# ---- block 1 ----
### Signal wires on met3, block 1

Scale: 4 px per um.
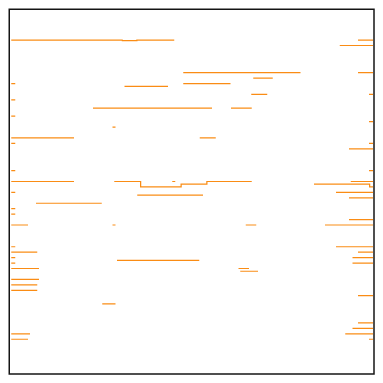

## config.mk

```make
export PLATFORM = sky130hd
export DESIGN_NAME = inst_mem_loader
export DESIGN_NICKNAME = d
export VERILOG_FILES = /design/src/rtl/inst_mem_loader.sv
export SDC_FILE = /design/constraint.sdc
export NUM_CORES = 1
export LEC_CHECK = 0
export CORE_MARGIN = 3
export CORE_UTILIZATION = 53
export DETAILED_ROUTE_END_ITERATION = 10
export GPL_ROUTABILITY_DRIVEN = 0
export PLACE_DENSITY_LB_ADDON = 0.1
export SYNTH_ARGS = -nofsm -noshare
export SYNTH_HDL_FRONTEND = slang
export SYNTH_SLANG_ARGS = --single-unit
```

## constraint.sdc

```tcl
create_clock -name clk -period 5.4 [get_ports clk]
set_input_delay 1.08 -clock clk [delete_from_list [all_inputs] [get_ports clk]]
set_output_delay 1.08 -clock clk [all_outputs]
set_load 0.01 [all_outputs]
```

## src/rtl/inst_mem_loader.sv

```systemverilog
// Instruction memory loader: packs a big-endian byte stream into 32-bit words and holds the CPU meanwhile.
// Optional LOADER_CHECKSUM_EN: the byte flagged last is an XOR checksum verified in a CHECK state.
module inst_mem_loader #(
  parameter int DEPTH_WORDS = 256,
  parameter int CNT_W       = 9
) (
  input  logic             clk,
  input  logic             rst_n,
  input  logic             start,
  input  logic             byte_valid,
  input  logic [7:0]       byte_data,
  input  logic             byte_last,
  output logic             byte_ready,
  output logic             mem_we,
  output logic [31:0]      mem_addr,
  output logic [31:0]      mem_wdata,
  output logic             cpu_hold,
  output logic             busy,
  output logic             done,
  output logic             err,
  output logic [CNT_W-1:0] word_count
);

`ifdef LOADER_CHECKSUM_EN
  typedef enum logic [2:0] {S_IDLE, S_COLLECT, S_WRITE, S_DONE, S_CHECK} state_t;
`else
  typedef enum logic [1:0] {S_IDLE, S_COLLECT, S_WRITE, S_DONE} state_t;
`endif

  state_t           state_q, state_d;
  logic [1:0]       idx_q, idx_d;
  logic             last_q, last_d;
  logic [CNT_W-1:0] cnt_q, cnt_d;
  logic             err_q, err_d;
  logic [31:0]      addr_q, addr_d;
  logic [31:0]      wdata_q, wdata_d;
  logic [31:0]      wbuf_q, wbuf_d;
`ifdef LOADER_CHECKSUM_EN
  logic [7:0]       xacc_q, xacc_d;
  logic [7:0]       csum_q, csum_d;
`endif

  logic        accept;
  logic [31:0] word_ins;
  logic [31:0] cnt_addr;

  assign accept   = byte_valid && (state_q == S_COLLECT);
  assign cnt_addr = 32'(cnt_q) << 2;
  // Byte k lands at [31-8k:24-8k]; the first byte of a word clears the rest so short words are zero-filled.
  assign word_ins = ((idx_q == 2'd0) ? 32'h0 : wbuf_q)
                  | ({24'h0, byte_data} << (5'd24 - {idx_q, 3'b000}));

  always_comb begin
    state_d = state_q;
    idx_d   = idx_q;
    last_d  = last_q;
    cnt_d   = cnt_q;
    err_d   = err_q;
    addr_d  = addr_q;
    wdata_d = wdata_q;
    wbuf_d  = wbuf_q;
`ifdef LOADER_CHECKSUM_EN
    xacc_d  = xacc_q;
    csum_d  = csum_q;
`endif
    case (state_q)
      S_IDLE, S_DONE: begin
        if (start) begin
          state_d = S_COLLECT;
          idx_d   = 2'd0;
          last_d  = 1'b0;
          cnt_d   = '0;
          err_d   = 1'b0;
`ifdef LOADER_CHECKSUM_EN
          xacc_d  = 8'h0;
`endif
        end
      end
      S_COLLECT: begin
        if (accept) begin
`ifdef LOADER_CHECKSUM_EN
          if (byte_last) begin
            csum_d = byte_data;
            last_d = 1'b1;
            if (idx_q == 2'd0) begin
              state_d = S_CHECK;
            end else begin
              wdata_d = wbuf_q;
              addr_d  = cnt_addr;
              state_d = S_WRITE;
            end
          end else begin
            xacc_d = xacc_q ^ byte_data;
            wbuf_d = word_ins;
            idx_d  = idx_q + 2'd1;
            if (idx_q == 2'd3) begin
              wdata_d = word_ins;
              addr_d  = cnt_addr;
              state_d = S_WRITE;
            end
          end
`else
          wbuf_d = word_ins;
          idx_d  = idx_q + 2'd1;
          last_d = byte_last;
          if (byte_last || idx_q == 2'd3) begin
            wdata_d = word_ins;
            addr_d  = cnt_addr;
            state_d = S_WRITE;
          end
`endif
        end
      end
      S_WRITE: begin
        cnt_d = cnt_q + CNT_W'(1);
        idx_d = 2'd0;
        if (last_q) begin
`ifdef LOADER_CHECKSUM_EN
          state_d = S_CHECK;
`else
          state_d = S_DONE;
`endif
        end else if (cnt_q == CNT_W'(DEPTH_WORDS - 1)) begin
          // Memory full with more program still pending: flag overflow and stop accepting.
          err_d   = 1'b1;
          state_d = S_DONE;
        end else begin
          state_d = S_COLLECT;
        end
      end
`ifdef LOADER_CHECKSUM_EN
      S_CHECK: begin
        err_d   = (xacc_q != csum_q);
        state_d = S_DONE;
      end
`endif
      default: state_d = S_IDLE;
    endcase
  end

  always_ff @(posedge clk) begin
    if (!rst_n) begin
      state_q <= S_IDLE;
      idx_q   <= 2'd0;
      last_q  <= 1'b0;
      cnt_q   <= '0;
      err_q   <= 1'b0;
      addr_q  <= 32'h0;
      wdata_q <= 32'h0;
    end else begin
      state_q <= state_d;
      idx_q   <= idx_d;
      last_q  <= last_d;
      cnt_q   <= cnt_d;
      err_q   <= err_d;
      addr_q  <= addr_d;
      wdata_q <= wdata_d;
    end
  end

  // Assembly buffer needs no reset: the byte index restarts at 0, which clears it on first use.
  always_ff @(posedge clk) begin
    wbuf_q <= wbuf_d;
`ifdef LOADER_CHECKSUM_EN
    xacc_q <= xacc_d;
    csum_q <= csum_d;
`endif
  end

  assign byte_ready = (state_q == S_COLLECT);
  assign mem_we     = (state_q == S_WRITE);
  assign mem_addr   = addr_q;
  assign mem_wdata  = wdata_q;
  assign done       = (state_q == S_DONE);
  assign busy       = (state_q != S_IDLE) && (state_q != S_DONE);
  assign cpu_hold   = (state_q != S_DONE);
  assign err        = err_q;
  assign word_count = cnt_q;

endmodule

```

# ---- block 2 ----
<file path="config.mk">
export PLATFORM = sky130hd
export DESIGN_NAME = vga_timing_gen_flat
export DESIGN_NICKNAME = d
export VERILOG_FILES = /design/src/rtl/vga_timing_gen_if.sv /design/src/rtl/vga_timing_gen.sv /design/src/flat_wrapper.sv
export SDC_FILE = /design/constraint.sdc
export NUM_CORES = 1
export LEC_CHECK = 0
export CAP_MARGIN = 5
export CORE_MARGIN = 1.5
export CORE_UTILIZATION = 25
export DETAILED_ROUTE_END_ITERATION = 6
export GPL_ROUTABILITY_DRIVEN = 0
export GPL_TIMING_DRIVEN = 0
export HOLD_SLACK_MARGIN = 0.12
export RECOVER_POWER = 100
export SKIP_CTS_REPAIR_TIMING = 1
export SYNTH_ARGS = -nofsm -noshare
export SYNTH_HDL_FRONTEND = slang
export SYNTH_SLANG_ARGS = --single-unit
</file>
<file path="constraint.sdc">
create_clock -name i_clk -period 3.9 [get_ports i_clk]
set_input_delay 0.585 -clock i_clk [delete_from_list [all_inputs] [get_ports i_clk]]
set_output_delay 0.585 -clock i_clk [all_outputs]
set_load 0.005 [all_outputs]
</file>
<file path="src/rtl/vga_timing_gen_if.sv">
// ---------------------------------------------------------------------------
// vga_timing_gen_if -- bundle between the VGA timing generator and its
// renderer / display consumer.
//   pix_color   : renderer colour {R[2:0],G[2:0],B[1:0]} for pixel (x,y)
//   x, y        : current pixel / line counters
//   pix_tick    : last clk of each pixel period
//   video_on    : (x,y) lies in the visible area
//   frame_start : one-clk pulse on the last pixel of a frame
//   R, G, B     : registered, blanked colour (one pixel behind x/y)
//   HS, VS      : registered active-low syncs (aligned with R/G/B)
// master = timing generator, slave = renderer/display side.
// ---------------------------------------------------------------------------
interface vga_timing_gen_if;
   logic [7:0] pix_color;
   logic [9:0] x;
   logic [9:0] y;
   logic       pix_tick;
   logic       video_on;
   logic       frame_start;
   logic [2:0] R;
   logic [2:0] G;
   logic [1:0] B;
   logic       HS;
   logic       VS;

   modport master (
      input  pix_color,
      output x, y, pix_tick, video_on, frame_start, R, G, B, HS, VS
   );

   modport slave (
      output pix_color,
      input  x, y, pix_tick, video_on, frame_start, R, G, B, HS, VS
   );
endinterface

</file>
<file path="src/rtl/vga_timing_gen.sv">
// ---------------------------------------------------------------------------
// vga_timing_gen -- VGA raster timing generator with registered, blanked
// colour and sync outputs.
//   i_clk  : system clock (single domain, rising edge)
//   i_rst  : synchronous active-high reset
//   vga    : vga_timing_gen_if.master (pix_color in; counters, strobes,
//            colour and syncs out)
// Each pixel lasts CLK_DIV clks. x/y hold for the whole pixel; on the
// pix_tick clk the colour and syncs for the current (x,y) are registered,
// so R/G/B/HS/VS trail x/y by exactly one pixel period.
// ---------------------------------------------------------------------------
module vga_timing_gen #(
   parameter int CLK_DIV = 2,
   parameter int H_VIS   = 640,
   parameter int H_FP    = 16,
   parameter int H_SYNC  = 96,
   parameter int H_BP    = 48,
   parameter int V_VIS   = 480,
   parameter int V_FP    = 10,
   parameter int V_SYNC  = 2,
   parameter int V_BP    = 33
) (
   input  logic             i_clk,
   input  logic             i_rst,
   vga_timing_gen_if.master vga
);

   localparam logic [3:0] PS_MAX   = 4'(CLK_DIV - 1);
   localparam logic [9:0] HT_M1    = 10'(H_VIS + H_FP + H_SYNC + H_BP - 1);
   localparam logic [9:0] VT_M1    = 10'(V_VIS + V_FP + V_SYNC + V_BP - 1);
   localparam logic [9:0] H_VIS_W  = 10'(H_VIS);
   localparam logic [9:0] V_VIS_W  = 10'(V_VIS);
   localparam logic [9:0] HS_BEG   = 10'(H_VIS + H_FP);
   localparam logic [9:0] HS_END   = 10'(H_VIS + H_FP + H_SYNC);
   localparam logic [9:0] VS_BEG   = 10'(V_VIS + V_FP);
   localparam logic [9:0] VS_END   = 10'(V_VIS + V_FP + V_SYNC);

   logic [3:0] r_ps;
   logic       r_tick;
   logic [9:0] r_x;
   logic [9:0] r_y;
   logic [7:0] r_rgb;
   logic       r_hs;
   logic       r_vs;

   logic       w_x_last;
   logic       w_y_last;
   logic       w_von;
   logic       w_hs_act;
   logic       w_vs_act;

   assign w_x_last = (r_x == HT_M1);
   assign w_y_last = (r_y == VT_M1);
   assign w_von    = (r_x < H_VIS_W) && (r_y < V_VIS_W);
   assign w_hs_act = (r_x >= HS_BEG) && (r_x < HS_END);
   assign w_vs_act = (r_y >= VS_BEG) && (r_y < VS_END);

   // r_ps runs one clk ahead of the pixel phase: r_tick is the registered
   // "phase == CLK_DIV-1" flag, so the first tick lands on the CLK_DIV-th
   // clk after reset release and CLK_DIV=1 gives a tick on every clk.
   always_ff @(posedge i_clk) begin
      if (i_rst) begin
         r_ps   <= '0;
         r_tick <= 1'b0;
         r_x    <= '0;
         r_y    <= '0;
         r_rgb  <= '0;
         r_hs   <= 1'b1;
         r_vs   <= 1'b1;
      end else begin
         r_ps   <= (r_ps == PS_MAX) ? 4'd0 : r_ps + 4'd1;
         r_tick <= (r_ps == PS_MAX);
         if (r_tick) begin
            r_x <= w_x_last ? 10'd0 : r_x + 10'd1;
            if (w_x_last)
               r_y <= w_y_last ? 10'd0 : r_y + 10'd1;
            // pix_color is only looked at here; blanked outside visible area
            r_rgb <= w_von ? vga.pix_color : 8'h00;
            r_hs  <= ~w_hs_act;
            r_vs  <= ~w_vs_act;
         end
      end
   end

   assign vga.x           = r_x;
   assign vga.y           = r_y;
   assign vga.pix_tick    = r_tick;
   assign vga.video_on    = w_von;
   assign vga.frame_start = r_tick & w_x_last & w_y_last;
   assign vga.R           = r_rgb[7:5];
   assign vga.G           = r_rgb[4:2];
   assign vga.B           = r_rgb[1:0];
   assign vga.HS          = r_hs;
   assign vga.VS          = r_vs;

endmodule

</file>
<file path="src/flat_wrapper.sv">
// flat-port wrapper written by rule: the top's interface ports become plain ports
module vga_timing_gen_flat 
#(
   parameter int CLK_DIV = 2,
   parameter int H_VIS   = 640,
   parameter int H_FP    = 16,
   parameter int H_SYNC  = 96,
   parameter int H_BP    = 48,
   parameter int V_VIS   = 480,
   parameter int V_FP    = 10,
   parameter int V_SYNC  = 2,
   parameter int V_BP    = 33
)
  (i_clk, i_rst, vga_pix_color, vga_x, vga_y, vga_pix_tick, vga_video_on, vga_frame_start, vga_R, vga_G, vga_B, vga_HS, vga_VS);
  vga_timing_gen_if vga_i ();
  input  logic i_clk;
  input  logic i_rst;
  input wire logic [$bits(vga_i.pix_color)-1:0] vga_pix_color;
  output wire logic [$bits(vga_i.x)-1:0] vga_x;
  output wire logic [$bits(vga_i.y)-1:0] vga_y;
  output wire logic [$bits(vga_i.pix_tick)-1:0] vga_pix_tick;
  output wire logic [$bits(vga_i.video_on)-1:0] vga_video_on;
  output wire logic [$bits(vga_i.frame_start)-1:0] vga_frame_start;
  output wire logic [$bits(vga_i.R)-1:0] vga_R;
  output wire logic [$bits(vga_i.G)-1:0] vga_G;
  output wire logic [$bits(vga_i.B)-1:0] vga_B;
  output wire logic [$bits(vga_i.HS)-1:0] vga_HS;
  output wire logic [$bits(vga_i.VS)-1:0] vga_VS;
  assign vga_i.pix_color = vga_pix_color;
  assign vga_x = vga_i.x;
  assign vga_y = vga_i.y;
  assign vga_pix_tick = vga_i.pix_tick;
  assign vga_video_on = vga_i.video_on;
  assign vga_frame_start = vga_i.frame_start;
  assign vga_R = vga_i.R;
  assign vga_G = vga_i.G;
  assign vga_B = vga_i.B;
  assign vga_HS = vga_i.HS;
  assign vga_VS = vga_i.VS;
  vga_timing_gen #(.CLK_DIV(CLK_DIV), .H_VIS(H_VIS), .H_FP(H_FP), .H_SYNC(H_SYNC), .H_BP(H_BP), .V_VIS(V_VIS), .V_FP(V_FP), .V_SYNC(V_SYNC), .V_BP(V_BP)) u_core (.i_clk(i_clk), .i_rst(i_rst), .vga(vga_i));
endmodule
</file>
# ---- block 3 ----
===== config.mk =====
export PLATFORM = sky130hd
export DESIGN_NAME = mem_arbiter_flat
export DESIGN_NICKNAME = d
export VERILOG_FILES = /design/src/rtl/mem_arbiter_if.sv /design/src/rtl/mem_arbiter.sv /design/src/flat_wrapper.sv
export SDC_FILE = /design/constraint.sdc
export NUM_CORES = 1
export LEC_CHECK = 0
export ABC_AREA = 0
export CORE_AREA = 2 2 271 273
export CTS_CLUSTER_SIZE = 14
export DETAILED_ROUTE_END_ITERATION = 6
export DIE_AREA = 0 0 273 275
export HOLD_SLACK_MARGIN = 0.1
export PLACE_DENSITY = 0.46
export SLEW_MARGIN = 20
export SYNTH_ARGS = -nofsm -noshare
export SYNTH_HDL_FRONTEND = slang
export SYNTH_SLANG_ARGS = --single-unit

===== constraint.sdc =====
create_clock -name clk -period 4.75 [get_ports clk]
set_input_delay 0.475 -clock clk [delete_from_list [all_inputs] [get_ports clk]]
set_output_delay 0.475 -clock clk [all_outputs]
set_load 0.01 [all_outputs]

===== src/rtl/mem_arbiter_if.sv =====
// Bundle of requester, write-buffer and physical-memory signals around mem_arbiter.
// master is the arbiter side; slave is the caches/write buffer/memory side.
interface mem_arbiter_if;
    logic         i_req;
    logic [11:0]  i_addr;
    logic [127:0] i_rdata;
    logic         i_ack;
    logic         d_req;
    logic [11:0]  d_addr;
    logic [127:0] d_rdata;
    logic         d_ack;
    logic         wb_req;
    logic         wb_full;
    logic [11:0]  wb_addr;
    logic [127:0] wb_wdata;
    logic         wb_ack;
    logic         mem_read;
    logic         mem_write;
    logic [11:0]  mem_addr;
    logic [127:0] mem_wdata;
    logic [127:0] mem_rdata;
    logic         mem_resp;

    modport master (
        input  i_req, i_addr, d_req, d_addr,
        input  wb_req, wb_full, wb_addr, wb_wdata,
        input  mem_rdata, mem_resp,
        output i_rdata, i_ack, d_rdata, d_ack, wb_ack,
        output mem_read, mem_write, mem_addr, mem_wdata
    );

    modport slave (
        output i_req, i_addr, d_req, d_addr,
        output wb_req, wb_full, wb_addr, wb_wdata,
        output mem_rdata, mem_resp,
        input  i_rdata, i_ack, d_rdata, d_ack, wb_ack,
        input  mem_read, mem_write, mem_addr, mem_wdata
    );
endinterface


===== src/rtl/mem_arbiter.sv =====
// Shares one physical-memory line port among I-miss, D-miss and write-buffer drain.
// Reads beat drains unless the buffer is full, starving, or holds a line being read.
module mem_arbiter #(
    parameter int STARVE_MAX = 8
) (
    input  logic          clk,
    input  logic          rst,
    mem_arbiter_if.master bus
);
    typedef enum logic [1:0] {IDLE, IREAD, DREAD, WRITE} state_t;

    localparam logic [3:0] STARVE_LIM = 4'(STARVE_MAX);

    state_t       state;
    logic         last_rd;
    logic [3:0]   starve_cnt;
    logic [11:0]  addr_q;
    logic [127:0] wdata_q;

    logic hazard, force_wr, grant_wr, grant_i, grant_d;

    always_comb begin
        hazard   = (bus.i_req && (bus.i_addr == bus.wb_addr)) ||
                   (bus.d_req && (bus.d_addr == bus.wb_addr));
        force_wr = bus.wb_req && (bus.wb_full || (starve_cnt == STARVE_LIM) || hazard);
        grant_wr = 1'b0;
        grant_i  = 1'b0;
        grant_d  = 1'b0;
        if (force_wr) begin
            grant_wr = 1'b1;
        end else if (bus.i_req && bus.d_req) begin
            // tie goes to whichever side did not win the last read
            grant_i = last_rd;
            grant_d = !last_rd;
        end else if (bus.i_req) begin
            grant_i = 1'b1;
        end else if (bus.d_req) begin
            grant_d = 1'b1;
        end else if (bus.wb_req) begin
            grant_wr = 1'b1;
        end
    end

    always_ff @(posedge clk or posedge rst) begin
        if (rst) begin
            state      <= IDLE;
            last_rd    <= 1'b1;
            starve_cnt <= '0;
            addr_q     <= '0;
            wdata_q    <= '0;
        end else begin
            if (!bus.wb_req) starve_cnt <= '0;
            case (state)
                IDLE: begin
                    if (grant_wr) begin
                        state      <= WRITE;
                        addr_q     <= bus.wb_addr;
                        wdata_q    <= bus.wb_wdata;
                        starve_cnt <= '0;
                    end else if (grant_i || grant_d) begin
                        state   <= grant_i ? IREAD : DREAD;
                        addr_q  <= grant_i ? bus.i_addr : bus.d_addr;
                        last_rd <= grant_d;
                        if (bus.wb_req && (starve_cnt != STARVE_LIM))
                            starve_cnt <= starve_cnt + 4'd1;
                    end
                end
                default: begin
                    if (bus.mem_resp) state <= IDLE;
                end
            endcase
        end
    end

    always_comb begin
        bus.mem_read  = (state == IREAD) || (state == DREAD);
        bus.mem_write = (state == WRITE);
        bus.mem_addr  = addr_q;
        bus.mem_wdata = wdata_q;
        bus.i_ack     = (state == IREAD) && bus.mem_resp;
        bus.d_ack     = (state == DREAD) && bus.mem_resp;
        bus.wb_ack    = (state == WRITE) && bus.mem_resp;
        bus.i_rdata   = bus.mem_rdata;
        bus.d_rdata   = bus.mem_rdata;
    end
endmodule


===== src/flat_wrapper.sv =====
// flat-port wrapper written by rule: the top's interface ports become plain ports
module mem_arbiter_flat 
#(
    parameter int STARVE_MAX = 8
)
  (clk, rst, bus_i_req, bus_i_addr, bus_d_req, bus_d_addr, bus_wb_req, bus_wb_full, bus_wb_addr, bus_wb_wdata, bus_mem_rdata, bus_mem_resp, bus_i_rdata, bus_i_ack, bus_d_rdata, bus_d_ack, bus_wb_ack, bus_mem_read, bus_mem_write, bus_mem_addr, bus_mem_wdata);
  mem_arbiter_if bus_i ();
  input  logic clk;
  input  logic rst;
  input wire logic [$bits(bus_i.i_req)-1:0] bus_i_req;
  input wire logic [$bits(bus_i.i_addr)-1:0] bus_i_addr;
  input wire logic [$bits(bus_i.d_req)-1:0] bus_d_req;
  input wire logic [$bits(bus_i.d_addr)-1:0] bus_d_addr;
  input wire logic [$bits(bus_i.wb_req)-1:0] bus_wb_req;
  input wire logic [$bits(bus_i.wb_full)-1:0] bus_wb_full;
  input wire logic [$bits(bus_i.wb_addr)-1:0] bus_wb_addr;
  input wire logic [$bits(bus_i.wb_wdata)-1:0] bus_wb_wdata;
  input wire logic [$bits(bus_i.mem_rdata)-1:0] bus_mem_rdata;
  input wire logic [$bits(bus_i.mem_resp)-1:0] bus_mem_resp;
  output wire logic [$bits(bus_i.i_rdata)-1:0] bus_i_rdata;
  output wire logic [$bits(bus_i.i_ack)-1:0] bus_i_ack;
  output wire logic [$bits(bus_i.d_rdata)-1:0] bus_d_rdata;
  output wire logic [$bits(bus_i.d_ack)-1:0] bus_d_ack;
  output wire logic [$bits(bus_i.wb_ack)-1:0] bus_wb_ack;
  output wire logic [$bits(bus_i.mem_read)-1:0] bus_mem_read;
  output wire logic [$bits(bus_i.mem_write)-1:0] bus_mem_write;
  output wire logic [$bits(bus_i.mem_addr)-1:0] bus_mem_addr;
  output wire logic [$bits(bus_i.mem_wdata)-1:0] bus_mem_wdata;
  assign bus_i.i_req = bus_i_req;
  assign bus_i.i_addr = bus_i_addr;
  assign bus_i.d_req = bus_d_req;
  assign bus_i.d_addr = bus_d_addr;
  assign bus_i.wb_req = bus_wb_req;
  assign bus_i.wb_full = bus_wb_full;
  assign bus_i.wb_addr = bus_wb_addr;
  assign bus_i.wb_wdata = bus_wb_wdata;
  assign bus_i.mem_rdata = bus_mem_rdata;
  assign bus_i.mem_resp = bus_mem_resp;
  assign bus_i_rdata = bus_i.i_rdata;
  assign bus_i_ack = bus_i.i_ack;
  assign bus_d_rdata = bus_i.d_rdata;
  assign bus_d_ack = bus_i.d_ack;
  assign bus_wb_ack = bus_i.wb_ack;
  assign bus_mem_read = bus_i.mem_read;
  assign bus_mem_write = bus_i.mem_write;
  assign bus_mem_addr = bus_i.mem_addr;
  assign bus_mem_wdata = bus_i.mem_wdata;
  mem_arbiter #(.STARVE_MAX(STARVE_MAX)) u_core (.clk(clk), .rst(rst), .bus(bus_i));
endmodule

# ---- block 4 ----
**src/rtl/ysyx_210978_mul_issuer.sv**
```systemverilog
// ysyx_210978_mul_issuer
//   Execute-stage front end for the booth multiplier. Accepts one RV64M
//   multiply (MUL/MULH/MULHSU/MULHU/MULW) at a time from the EXU, drives the
//   multiplier's operands/sign/width controls and valid/flush handshake,
//   captures the one-cycle product pulse, and holds the selected and extended
//   64-bit writeback value until the EXU takes it.
//   A watchdog bounds the time spent waiting for the multiplier (WAIT) or for
//   it to go quiet after a cancel (DRAIN); expiry raises a sticky err.
//
// Ports
//   clock, reset          : clock, synchronous active-high reset
//   req_*                 : EXU request (valid/ready, op, rs1, rs2)
//   flush                 : cancel any in-flight op
//   resp_*                : writeback response (valid/ready, data)
//   busy, err             : not-idle status, sticky timeout flag
//   mul_in_valid, mul_flush, mulw, mul_signed, multiplicand, multiplier
//                         : controls/operands to the multiplier
//   mul_out_ready, mul_out_valid, result_hi, result_lo
//                         : status and product from the multiplier
module ysyx_210978_mul_issuer #(
  parameter int TIMEOUT = 64
) (
  input  logic        clock,
  input  logic        reset,
  input  logic        req_valid,
  output logic        req_ready,
  input  logic [2:0]  req_op,
  input  logic [63:0] req_src1,
  input  logic [63:0] req_src2,
  input  logic        flush,
  output logic        resp_valid,
  input  logic        resp_ready,
  output logic [63:0] resp_data,
  output logic        busy,
  output logic        err,
  output logic        mul_in_valid,
  output logic        mul_flush,
  output logic        mulw,
  output logic [1:0]  mul_signed,
  output logic [63:0] multiplicand,
  output logic [63:0] multiplier,
  input  logic        mul_out_ready,
  input  logic        mul_out_valid,
  input  logic [63:0] result_hi,
  input  logic [63:0] result_lo
);

  localparam int CW = (TIMEOUT > 2) ? $clog2(TIMEOUT) : 1;
  localparam logic [CW-1:0] CNT_LAST = CW'(TIMEOUT - 1);

  typedef enum logic [2:0] {
    S_IDLE,
    S_ISSUE,
    S_WAIT,
    S_DONE,
    S_DRAIN
  } state_e;

  typedef enum logic [2:0] {
    OP_MUL    = 3'd0,
    OP_MULH   = 3'd1,
    OP_MULHSU = 3'd2,
    OP_MULHU  = 3'd3,
    OP_MULW   = 3'd4
  } mul_op_e;

  state_e      state_q, state_d;
  mul_op_e     op_q, op_d;
  logic [CW-1:0] cnt_q, cnt_d;
  logic        err_q, err_d;
  logic        resp_valid_q, resp_valid_d;
  logic [63:0] resp_data_q, resp_data_d;
  logic        mul_in_valid_q, mul_in_valid_d;
  logic        mul_flush_q, mul_flush_d;
  logic        mulw_q, mulw_d;
  logic [1:0]  mul_signed_q, mul_signed_d;
  logic [63:0] multiplicand_q, multiplicand_d;
  logic [63:0] multiplier_q, multiplier_d;

  logic [63:0] result_sel;

  // Writeback selection for the op that is in flight.
  always_comb begin
    case (op_q)
      OP_MUL:  result_sel = result_lo;
      OP_MULW: result_sel = {{32{result_lo[31]}}, result_lo[31:0]};
      default: result_sel = result_hi;
    endcase
  end

  always_comb begin
    state_d        = state_q;
    op_d           = op_q;
    cnt_d          = cnt_q;
    err_d          = err_q;
    resp_valid_d   = resp_valid_q;
    resp_data_d    = resp_data_q;
    mul_in_valid_d = mul_in_valid_q;
    mul_flush_d    = 1'b0;
    mulw_d         = mulw_q;
    mul_signed_d   = mul_signed_q;
    multiplicand_d = multiplicand_q;
    multiplier_d   = multiplier_q;

    case (state_q)
      S_IDLE: begin
        if (req_valid && !flush) begin
          // Unused encodings 5-7 behave as plain MUL.
          op_d           = (req_op > 3'd4) ? OP_MUL : mul_op_e'(req_op);
          mul_in_valid_d = 1'b1;
          state_d        = S_ISSUE;
          multiplicand_d = req_src1;
          multiplier_d   = req_src2;
          mulw_d         = 1'b0;
          case (req_op)
            3'd2: mul_signed_d = 2'b10;
            3'd3: mul_signed_d = 2'b00;
            3'd4: begin
              mul_signed_d   = 2'b11;
              mulw_d         = 1'b1;
              multiplicand_d = {{32{req_src1[31]}}, req_src1[31:0]};
              multiplier_d   = {{32{req_src2[31]}}, req_src2[31:0]};
            end
            default: mul_signed_d = 2'b11;
          endcase
        end
      end

      S_ISSUE: begin
        if (mul_out_ready) begin
          // Handshake completes at this edge; a simultaneous flush must
          // cancel the op the multiplier has just taken.
          mul_in_valid_d = 1'b0;
          cnt_d          = '0;
          if (flush) begin
            mul_flush_d = 1'b1;
            state_d     = S_DRAIN;
          end else begin
            state_d = S_WAIT;
          end
        end else if (flush) begin
          // Multiplier never saw the op, nothing to cancel.
          mul_in_valid_d = 1'b0;
          state_d        = S_IDLE;
        end
      end

      S_WAIT: begin
        if (flush) begin
          // Flush wins over a same-cycle result; watchdog restarts for DRAIN.
          mul_flush_d = 1'b1;
          cnt_d       = '0;
          state_d     = S_DRAIN;
        end else if (mul_out_valid) begin
          resp_valid_d = 1'b1;
          resp_data_d  = result_sel;
          state_d      = S_DONE;
        end else if (cnt_q == CNT_LAST) begin
          err_d        = 1'b1;
          resp_valid_d = 1'b1;
          resp_data_d  = '0;
          state_d      = S_DONE;
        end else begin
          cnt_d = cnt_q + CW'(1);
        end
      end

      S_DONE: begin
        if (flush || resp_ready) begin
          resp_valid_d = 1'b0;
          state_d      = S_IDLE;
        end
      end

      S_DRAIN: begin
        // Any late product from the cancelled op is discarded here.
        if (mul_out_ready && !mul_out_valid) begin
          state_d = S_IDLE;
        end else if (cnt_q == CNT_LAST) begin
          err_d   = 1'b1;
          state_d = S_IDLE;
        end else begin
          cnt_d = cnt_q + CW'(1);
        end
      end

      default: state_d = S_IDLE;
    endcase
  end

  always_ff @(posedge clock) begin
    if (reset) begin
      state_q        <= S_IDLE;
      op_q           <= OP_MUL;
      cnt_q          <= '0;
      err_q          <= 1'b0;
      resp_valid_q   <= 1'b0;
      resp_data_q    <= '0;
      mul_in_valid_q <= 1'b0;
      mul_flush_q    <= 1'b0;
      mulw_q         <= 1'b0;
      mul_signed_q   <= 2'b00;
      multiplicand_q <= '0;
      multiplier_q   <= '0;
    end else begin
      state_q        <= state_d;
      op_q           <= op_d;
      cnt_q          <= cnt_d;
      err_q          <= err_d;
      resp_valid_q   <= resp_valid_d;
      resp_data_q    <= resp_data_d;
      mul_in_valid_q <= mul_in_valid_d;
      mul_flush_q    <= mul_flush_d;
      mulw_q         <= mulw_d;
      mul_signed_q   <= mul_signed_d;
      multiplicand_q <= multiplicand_d;
      multiplier_q   <= multiplier_d;
    end
  end

  assign req_ready    = (state_q == S_IDLE) && !flush;
  assign busy         = (state_q != S_IDLE);
  assign err          = err_q;
  assign resp_valid   = resp_valid_q;
  assign resp_data    = resp_data_q;
  assign mul_in_valid = mul_in_valid_q;
  assign mul_flush    = mul_flush_q;
  assign mulw         = mulw_q;
  assign mul_signed   = mul_signed_q;
  assign multiplicand = multiplicand_q;
  assign multiplier   = multiplier_q;

endmodule

```
**config.mk**
```make
export PLATFORM = sky130hd
export DESIGN_NAME = ysyx_210978_mul_issuer
export DESIGN_NICKNAME = d
export VERILOG_FILES = /design/src/rtl/ysyx_210978_mul_issuer.sv
export SDC_FILE = /design/constraint.sdc
export NUM_CORES = 1
export LEC_CHECK = 0
export ABC_AREA = 1
export CAP_MARGIN = 20
export CORE_ASPECT_RATIO = 0.9
export CORE_MARGIN = 4
export CORE_UTILIZATION = 30
export DETAILED_ROUTE_END_ITERATION = 12
export GPL_ROUTABILITY_DRIVEN = 0
export PLACE_DENSITY = 0.63
export SYNTH_ARGS = -nofsm -noshare
export SYNTH_HDL_FRONTEND = slang
export SYNTH_SLANG_ARGS = --single-unit
```
**constraint.sdc**
```tcl
create_clock -name clock -period 2.01 [get_ports clock]
set_clock_uncertainty 0.05 [all_clocks]
set_input_delay 0.3015 -clock clock [delete_from_list [all_inputs] [get_ports clock]]
set_output_delay 0.3015 -clock clock [all_outputs]
set_load 0.1 [all_outputs]
```
### Signal wires on met3, block 2

Scale: 4 px per um.
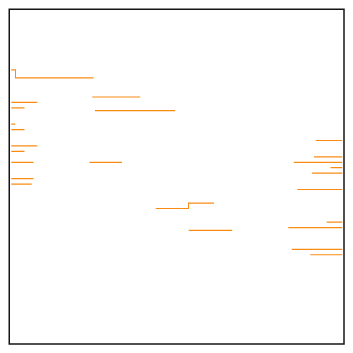
23 nets have wire on it. The layer holds 5.5% of the routed length. The layer carries 208 um of wire. The wires run mostly horizontal. The longest straight run is 19.8 um.
M3 GR Usage: 0.03280
drt total wl: 3.781 mm
DR vias: 1396

==> results_slide.txt, block 2 <==
Key Metrics from the Run

Outcome
  • Status: finished clean

GRT
  • Initial antenna violation count: 0
  • Vias in the first global route: 1284
  • Largest net degree at the start of global routing: 12
  • Total Routing Usage GR: 0.1090

Power and ir drop
  • Clock power frac: 0.362
  • Tot Pwr: 710.3 uW

Synth
  • Area fraction in xor and xnor cells: 0.07065
  • Leading register cell type out of synthesis: dfxtp_1
  • Number of enable flip-flop cells: 0
  • Syn_nets: 201
  • Yosys cell count: 184
  • Post-synth cell types: 36

Final layout
  • Final Net Count: 250
  • Fin util: 0.3516
  • Number of diodes: 0

Drt
  • Via-to-Cell Ratio: 4.489
  • Antenna Nets Post-Route: 0
  • DR DRC count: 0

Setup path
  • Worst endpoint data arrival time: 2.43 ns
  • Critical Path Fanout Max: 6

Floorplanning
  • Core utilization at floorplan: 0.2567

Timing
  • Unrepaired setup endpoints after global routing: false
  • Worst Tran Pin Value: 0.6280 ns
  • Setup violations, final: 0
  • Worst setup margin: 0.8831 ns

Run
  • Log Warnings: 31

Clock tree
  • Clock Tree Root: clkbuf_8

Placed design
  • Post-Place Cell Area: 2128 um2

Worst hold path
  • Hold Crit Class: reg2reg
## block 2: metal layers
layer	share of wire	global-route usage
met1	0.49	0.1561
met2	0.45	0.1589
met3	0.055	0.03280
met4	0.0077	0.02879
met5	0	0
## block 2: how the worst max path moves through the flow
stage	slack, ns	end	cells after the start	start
floorplan	1.99	vga_frame_start	4	u_core.vga.x[0]$_SDFFE_PP0P_
detailed placement	1.29	vga_frame_start	5	u_core.vga.x[0]$_SDFFE_PP0P_
global placement	1.27	vga_frame_start	5	u_core.vga.x[0]$_SDFFE_PP0P_
global route	0.65	vga_frame_start	5	u_core.vga.x[0]$_SDFFE_PP0P_
finish	0.88	vga_frame_start	5	u_core.vga.x[0]$_SDFFE_PP0P_
CTS	0.96	vga_frame_start	5	u_core.vga.x[0]$_SDFFE_PP0P_
## block 2: area by class of cell
type                    count  area share
clock inverters             2    0.005669
clock buffers               6     0.03288
well taps                  77     0.04365
flip-flops and latches     35      0.3175
inverters                   6     0.01020
repair buffers             42      0.1905
multi-input cells         137      0.3889
plain buffers               6     0.01077
## block 2: critical path, cell delays in order (launching register included)
cell and delay, ns:
dfxtp_1 0.41, ha_1 0.22, nand4_1 0.24, nor3_1 0.49, and3_1 0.23, dlygate4sd3_1 0.57
### Metal 2, block 4

Scale: 1.5 px per um. Cells faint in the background.
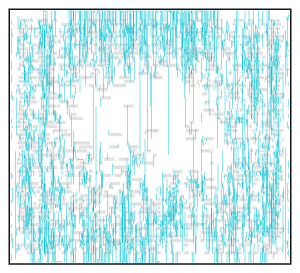
The layer carries 16600 um of wire. 1520 nets have wire on it.

### M4 wires, block 4

Scale: 2 px per um. Supply wires on this layer in grey.
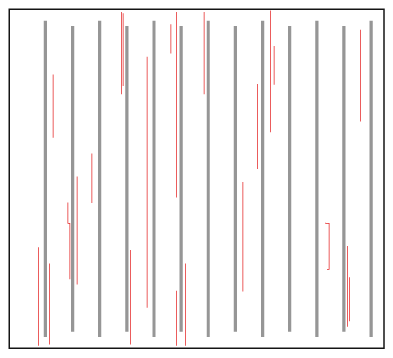
The layer holds 2.9% of the routed length. The layer carries 1010 um of wire. The longest straight run is 125 um. 17 nets have wire on it.

==> results_slide.txt, block 4 <==
Key Metrics from the Run

Placed design
  • Post-Place Cell Area: 13280 um2
  • Dpl hpwl: 25.26 mm

Outcome
  • Status: finished clean

Drt
  • DR DRC count: 0
  • Met2 WL: 16.63 mm
  • Max layer used: met4
  • Met1 wire length: 13.56 mm

Timing
  • Final hold vios: 0

Setup path
  • Worst R2R Path Depth: 9
  • Reg2reg end: resp_data[55]$_SDFFE_PP0P_

Clock tree
  • Clk sinks: 210
  • CTS tree: yes

GRT
  • Largest net degree at the start of global routing: 82
  • Total Routing Usage GR: 0.2031
  • M3 GR Usage: 0.07505
  • First-pass GRT wire length: 52.45 mm

Synth
  • Synth logic family: simple AND/OR/NAND/NOR gates
  • Flops after synth: 210
  • Top cells by area: dfxtp_1 49%, nand2_1 17%, a21oi_1 7.9%
  • Number of enable flip-flop cells: 0

Power and ir drop
  • Peak supply drop: 0.0009593 V

Final layout
  • Ratio of cells with drive above 1 in the final layout: 0.1794
  • Finished Cell Area: 14100 um2
  • Area Overhead vs Synth: 63.66%
  • Max-area cell class: non-clock buffers

Floorplanning
  • Placement Rows: 58
-- block 4: how the worst min path moves through the flow --
| stage | from | end | cells past startpoint |
|---|---|---|---|
| after floorplan | req_op[0] | mul_signed[1]$_SDFFE_PP0P_ | 1 |
| after global placement | resp_data[19]$_SDFFE_PP0P_ | resp_data[19]$_SDFFE_PP0P_ | 2 |
| after detailed placement | resp_data[57]$_SDFFE_PP0P_ | resp_data[57]$_SDFFE_PP0P_ | 2 |
| after CTS | reset | mul_flush$_SDFF_PP0_ | 3 |
| after global routing | reset | err$_SDFFE_PP0P_ | 3 |
| final | reset | mul_flush$_SDFF_PP0_ | 3 |
-- block 4: critical path: stages, from the launching register on --
cell     delay, ns
dfxtp_1       0.36
nor2_4        0.18
nand2_2       0.15
nor2_4        0.14
buf_12        0.18
-- block 4: power by group --
group	total [mW]	leakage [nW]	internal [mW]	switching, mW
registers	5.20	1.71	4.82	0.378
clock network	4.48	0.409	2.65	1.83
logic	9.07	4.18	2.24	6.83
-- block 4: flip-flops by register name, summed over array words and instances (netlist names) --
name	flops
cnt_q	6
state_q	3
multiplicand	64
resp_valid	1
mul_flush	1
multiplier	64
mul_in_valid	1
resp_data	64
op_q	3
err	1
mul_signed	2
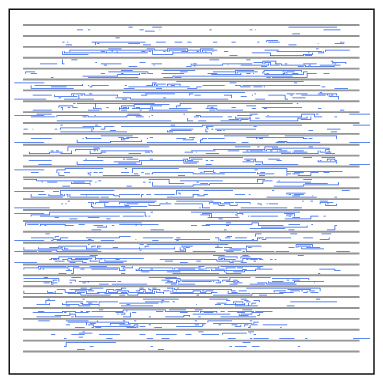
*Metal 1, block 1*
Scale: 4 px per um. Supply wires on this layer in grey.
The layer holds 48% of the routed length. The longest straight run is 31.7 um. 372 nets have wire on it. The layer carries 3800 um of wire.

Notes on 'Signal wires on met3' of block 1 above:
57 nets have wire on it. The layer holds 5.6% of the routed length.
DR vias: 2715
M3 GR Usage: 0.03917
drt total wl: 7.835 mm

==> results_slide.txt, block 1 <==
Key Metrics from the Run

Outcome
  • Status: finished clean

Drt
  • Antenna Nets Post-Route: 0
  • DR DRC count: 0
  • Via-to-Cell Ratio: 5.366

Placed design
  • Buffers on Ports: 68

Final layout
  • Comb area: 1499 um2
  • Dominant logic cell types in the final layout: 68 x clkdlybuf4s50_1, 56 x dfxtp_1, 33 x o211a_1, 33 x nand2b_1
  • Area Overhead vs Synth: 21.96%
  • Finished Cell Area: 4649 um2

Setup path
  • Worst R2R Path Depth: 5
  • Worst R2R Setup Slack: 3.18 ns
  • Crit start category: register
  • Worst setup path start: state_q[0]$_SDFFE_PN0P_
  • Largest stage delay, worst path: 0.54 ns

Synth
  • YS warnings: 0
  • Cells after synthesis: 345
  • Asr flop ratio synth: 0
  • YS chip area: 3812 um2
  • Post-synth cell types: 34

GRT
  • Total Routing Usage GR: 0.1969
  • First-pass GRT wire length: 13.03 mm

Power and ir drop
  • Sequential Power Share: 0.518
  • Flop+latch power: 777 uW

Timing
  • Setup violations, final: 0
  • Worst slew margin: 0.2521
  • Worst setup margin: 2.497 ns
  • Max-slew violation count: 0

Clock tree
  • Clock Tree Root: clkbuf_8
  • Worst-Skew Late Latency: 0.35 ns

Floorplanning
  • Die Span Y: 90.81 um
block 1: worst max-delay path, delay by kind of cell, from the launching register on:
family / cells / cell delay, ns
DFF: 1 / 0.41
adders and majority gates: 1 / 0.37
buffers and inverters: 3 / 0.71
block 1: Yosys cell counts, types with 6 or more instances:
master	count
ha_1	8
buf_4	25
nand2_1	24
a21oi_1	20
inv_1	12
a22o_1	32
edfxtp_1	32
nand3_1	6
o211a_1	33
clkbuf_1	13
nand2b_1	33
dfxtp_1	56
block 1: metal layers:
layer	part of all wire	wire length [um]	GRT usage
met3	0.056	439	0.03917
met4	0.014	108	0.08040
met2	0.45	3487	0.2959
met1	0.48	3799	0.2790
met5	0	0	0
block 1: cells by family (layout without fill, tap and decap cells):
| group | count (synthesis) | after routing | synth area share |
|---|---|---|---|
| AOI/OAI and AO/OA | 103 | 103 | 0.2169 |
| DFF | 88 | 88 | 0.5461 |
| buffers and inverters | 57 | 100 | 0.08237 |
| and+or+nand+nor | 86 | 86 | 0.1221 |
| adders and majority gates | 8 | 8 | 0.02626 |
| muxes | 2 | 2 | 0.005251 |
| other | 1 | 23 | 0.0009836 |
### Metal 2, block 3

Scale: 1 px per um. Cells faint in the background.
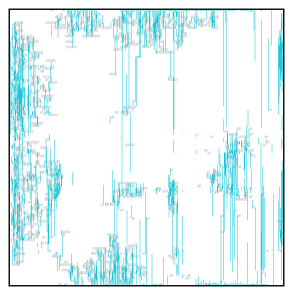
The layer carries 14300 um of wire. The layer holds 45% of the routed length. The wires run mostly vertical. The longest straight run is 141 um.
DR vias: 5217
met2 Track Usage GR: 0.1266
drt total wl: 31.34 mm

### Metal 1, block 3

Scale: 1.5 px per um. Supply wires on this layer in grey.
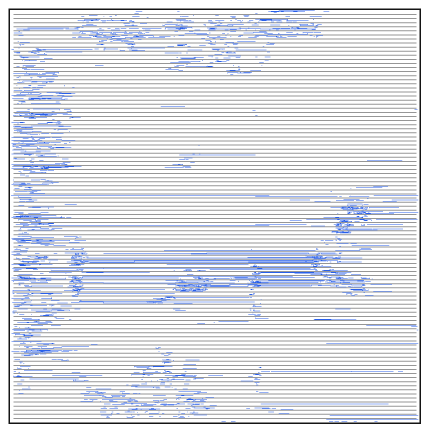
The wires run mostly horizontal. The layer carries 11200 um of wire. The longest straight run is 172 um. The layer holds 36% of the routed length.
met1 Resource Use GR: 0.08517

==> results_slide.txt, block 3 <==
Key Metrics from the Run

Clock tree
  • Clock-pin slew on the worst setup and hold paths: 0.07 ns
  • Worst-Skew Late Latency: 0.48 ns
  • CTS Hold Bufs: 0
  • Post_cts resized: 0
  • Clk sinks: 147

Final layout
  • Seq area share: 0.3308
  • Inverters: 10
  • Comb area: 2361 um2

Drt
  • Met1 wire length: 11.19 mm

Floorplanning
  • Core Box Area: 72340 um2
  • Die Area: 75080 um2

Synth
  • Number of enable flip-flop cells: 0
  • Yosys cell count: 700

Placed design
  • Pre-CTS WS: 1.047 ns
  • Dpl hpwl: 24.92 mm

Power and ir drop
  • Peak supply drop: 0.0002584 V

Setup path
  • Worst R2R Setup Slack: 1.89 ns
  • Crit start category: primary input
  • CP Capture Point: u_core.bus.mem_wdata[25]$_DFFE_PP0P_

Outcome
  • Status: finished clean

GRT
  • Overflow after GRT: 0

Timing
  • Period utilization: 0.6644
  • Unrepaired setup endpoints after global routing: false
block 3: sequential cells by signal, summed over array words and instances, names as in the netlist:
register / cells
u_core.state: 2
u_core.bus.mem_wdata: 128
u_core.bus.mem_addr: 12
u_core.last_rd: 1
u_core.starve_cnt: 4
block 3: cell usage in the layout, fill, tap and decap left out, drive strengths merged, types with 3 or more instances in the layout:
cell type,Yosys,final
clkdlybuf4s50,0,315
dfrtp,146,146
mux2,128,128
nand3,30,30
nand2,27,27
xnor2,24,24
clkbuf,8,18
inv,10,17
o2111ai,11,11
buf,270,8
ha,6,6
and2,5,5
a21oi,5,5
nand4,4,4
a31oi,3,3
o21ai,3,3
nand2b,3,3
clkinv,0,3
block 3: worst max-delay path, cell delays in order:
cell             delay [ns]
clkdlybuf4s50_1        0.51
xnor2_1                0.32
nand4_1                0.36
nor4_2                 0.52
nor3_2                 0.13
nor2b_4                0.16
buf_12                 0.29
mux2_2                 0.42

==> notes/layouts.md <==
Pictures saved along the way, in no particular order.

Cell outlines without signal wires.
image #1
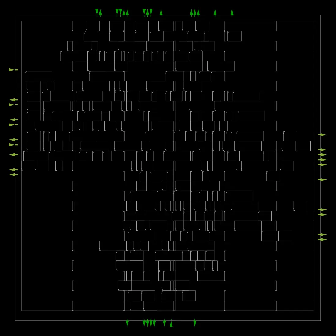
image #2
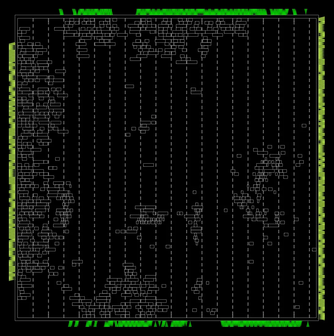
image #3
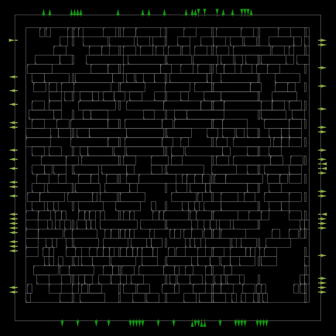
image #4
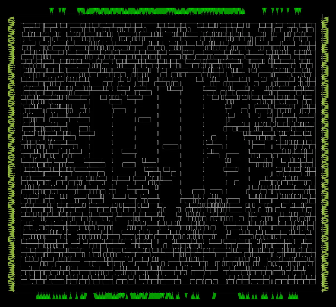
- image #1 = block 2
- image #3 = block 1
- image #4 = block 4
- image #2 = block 3
The one with the fewest sequential cells is image #1.
The one with the most sequential cells is image #4.


Power is estimated from default activity; no workload was simulated.
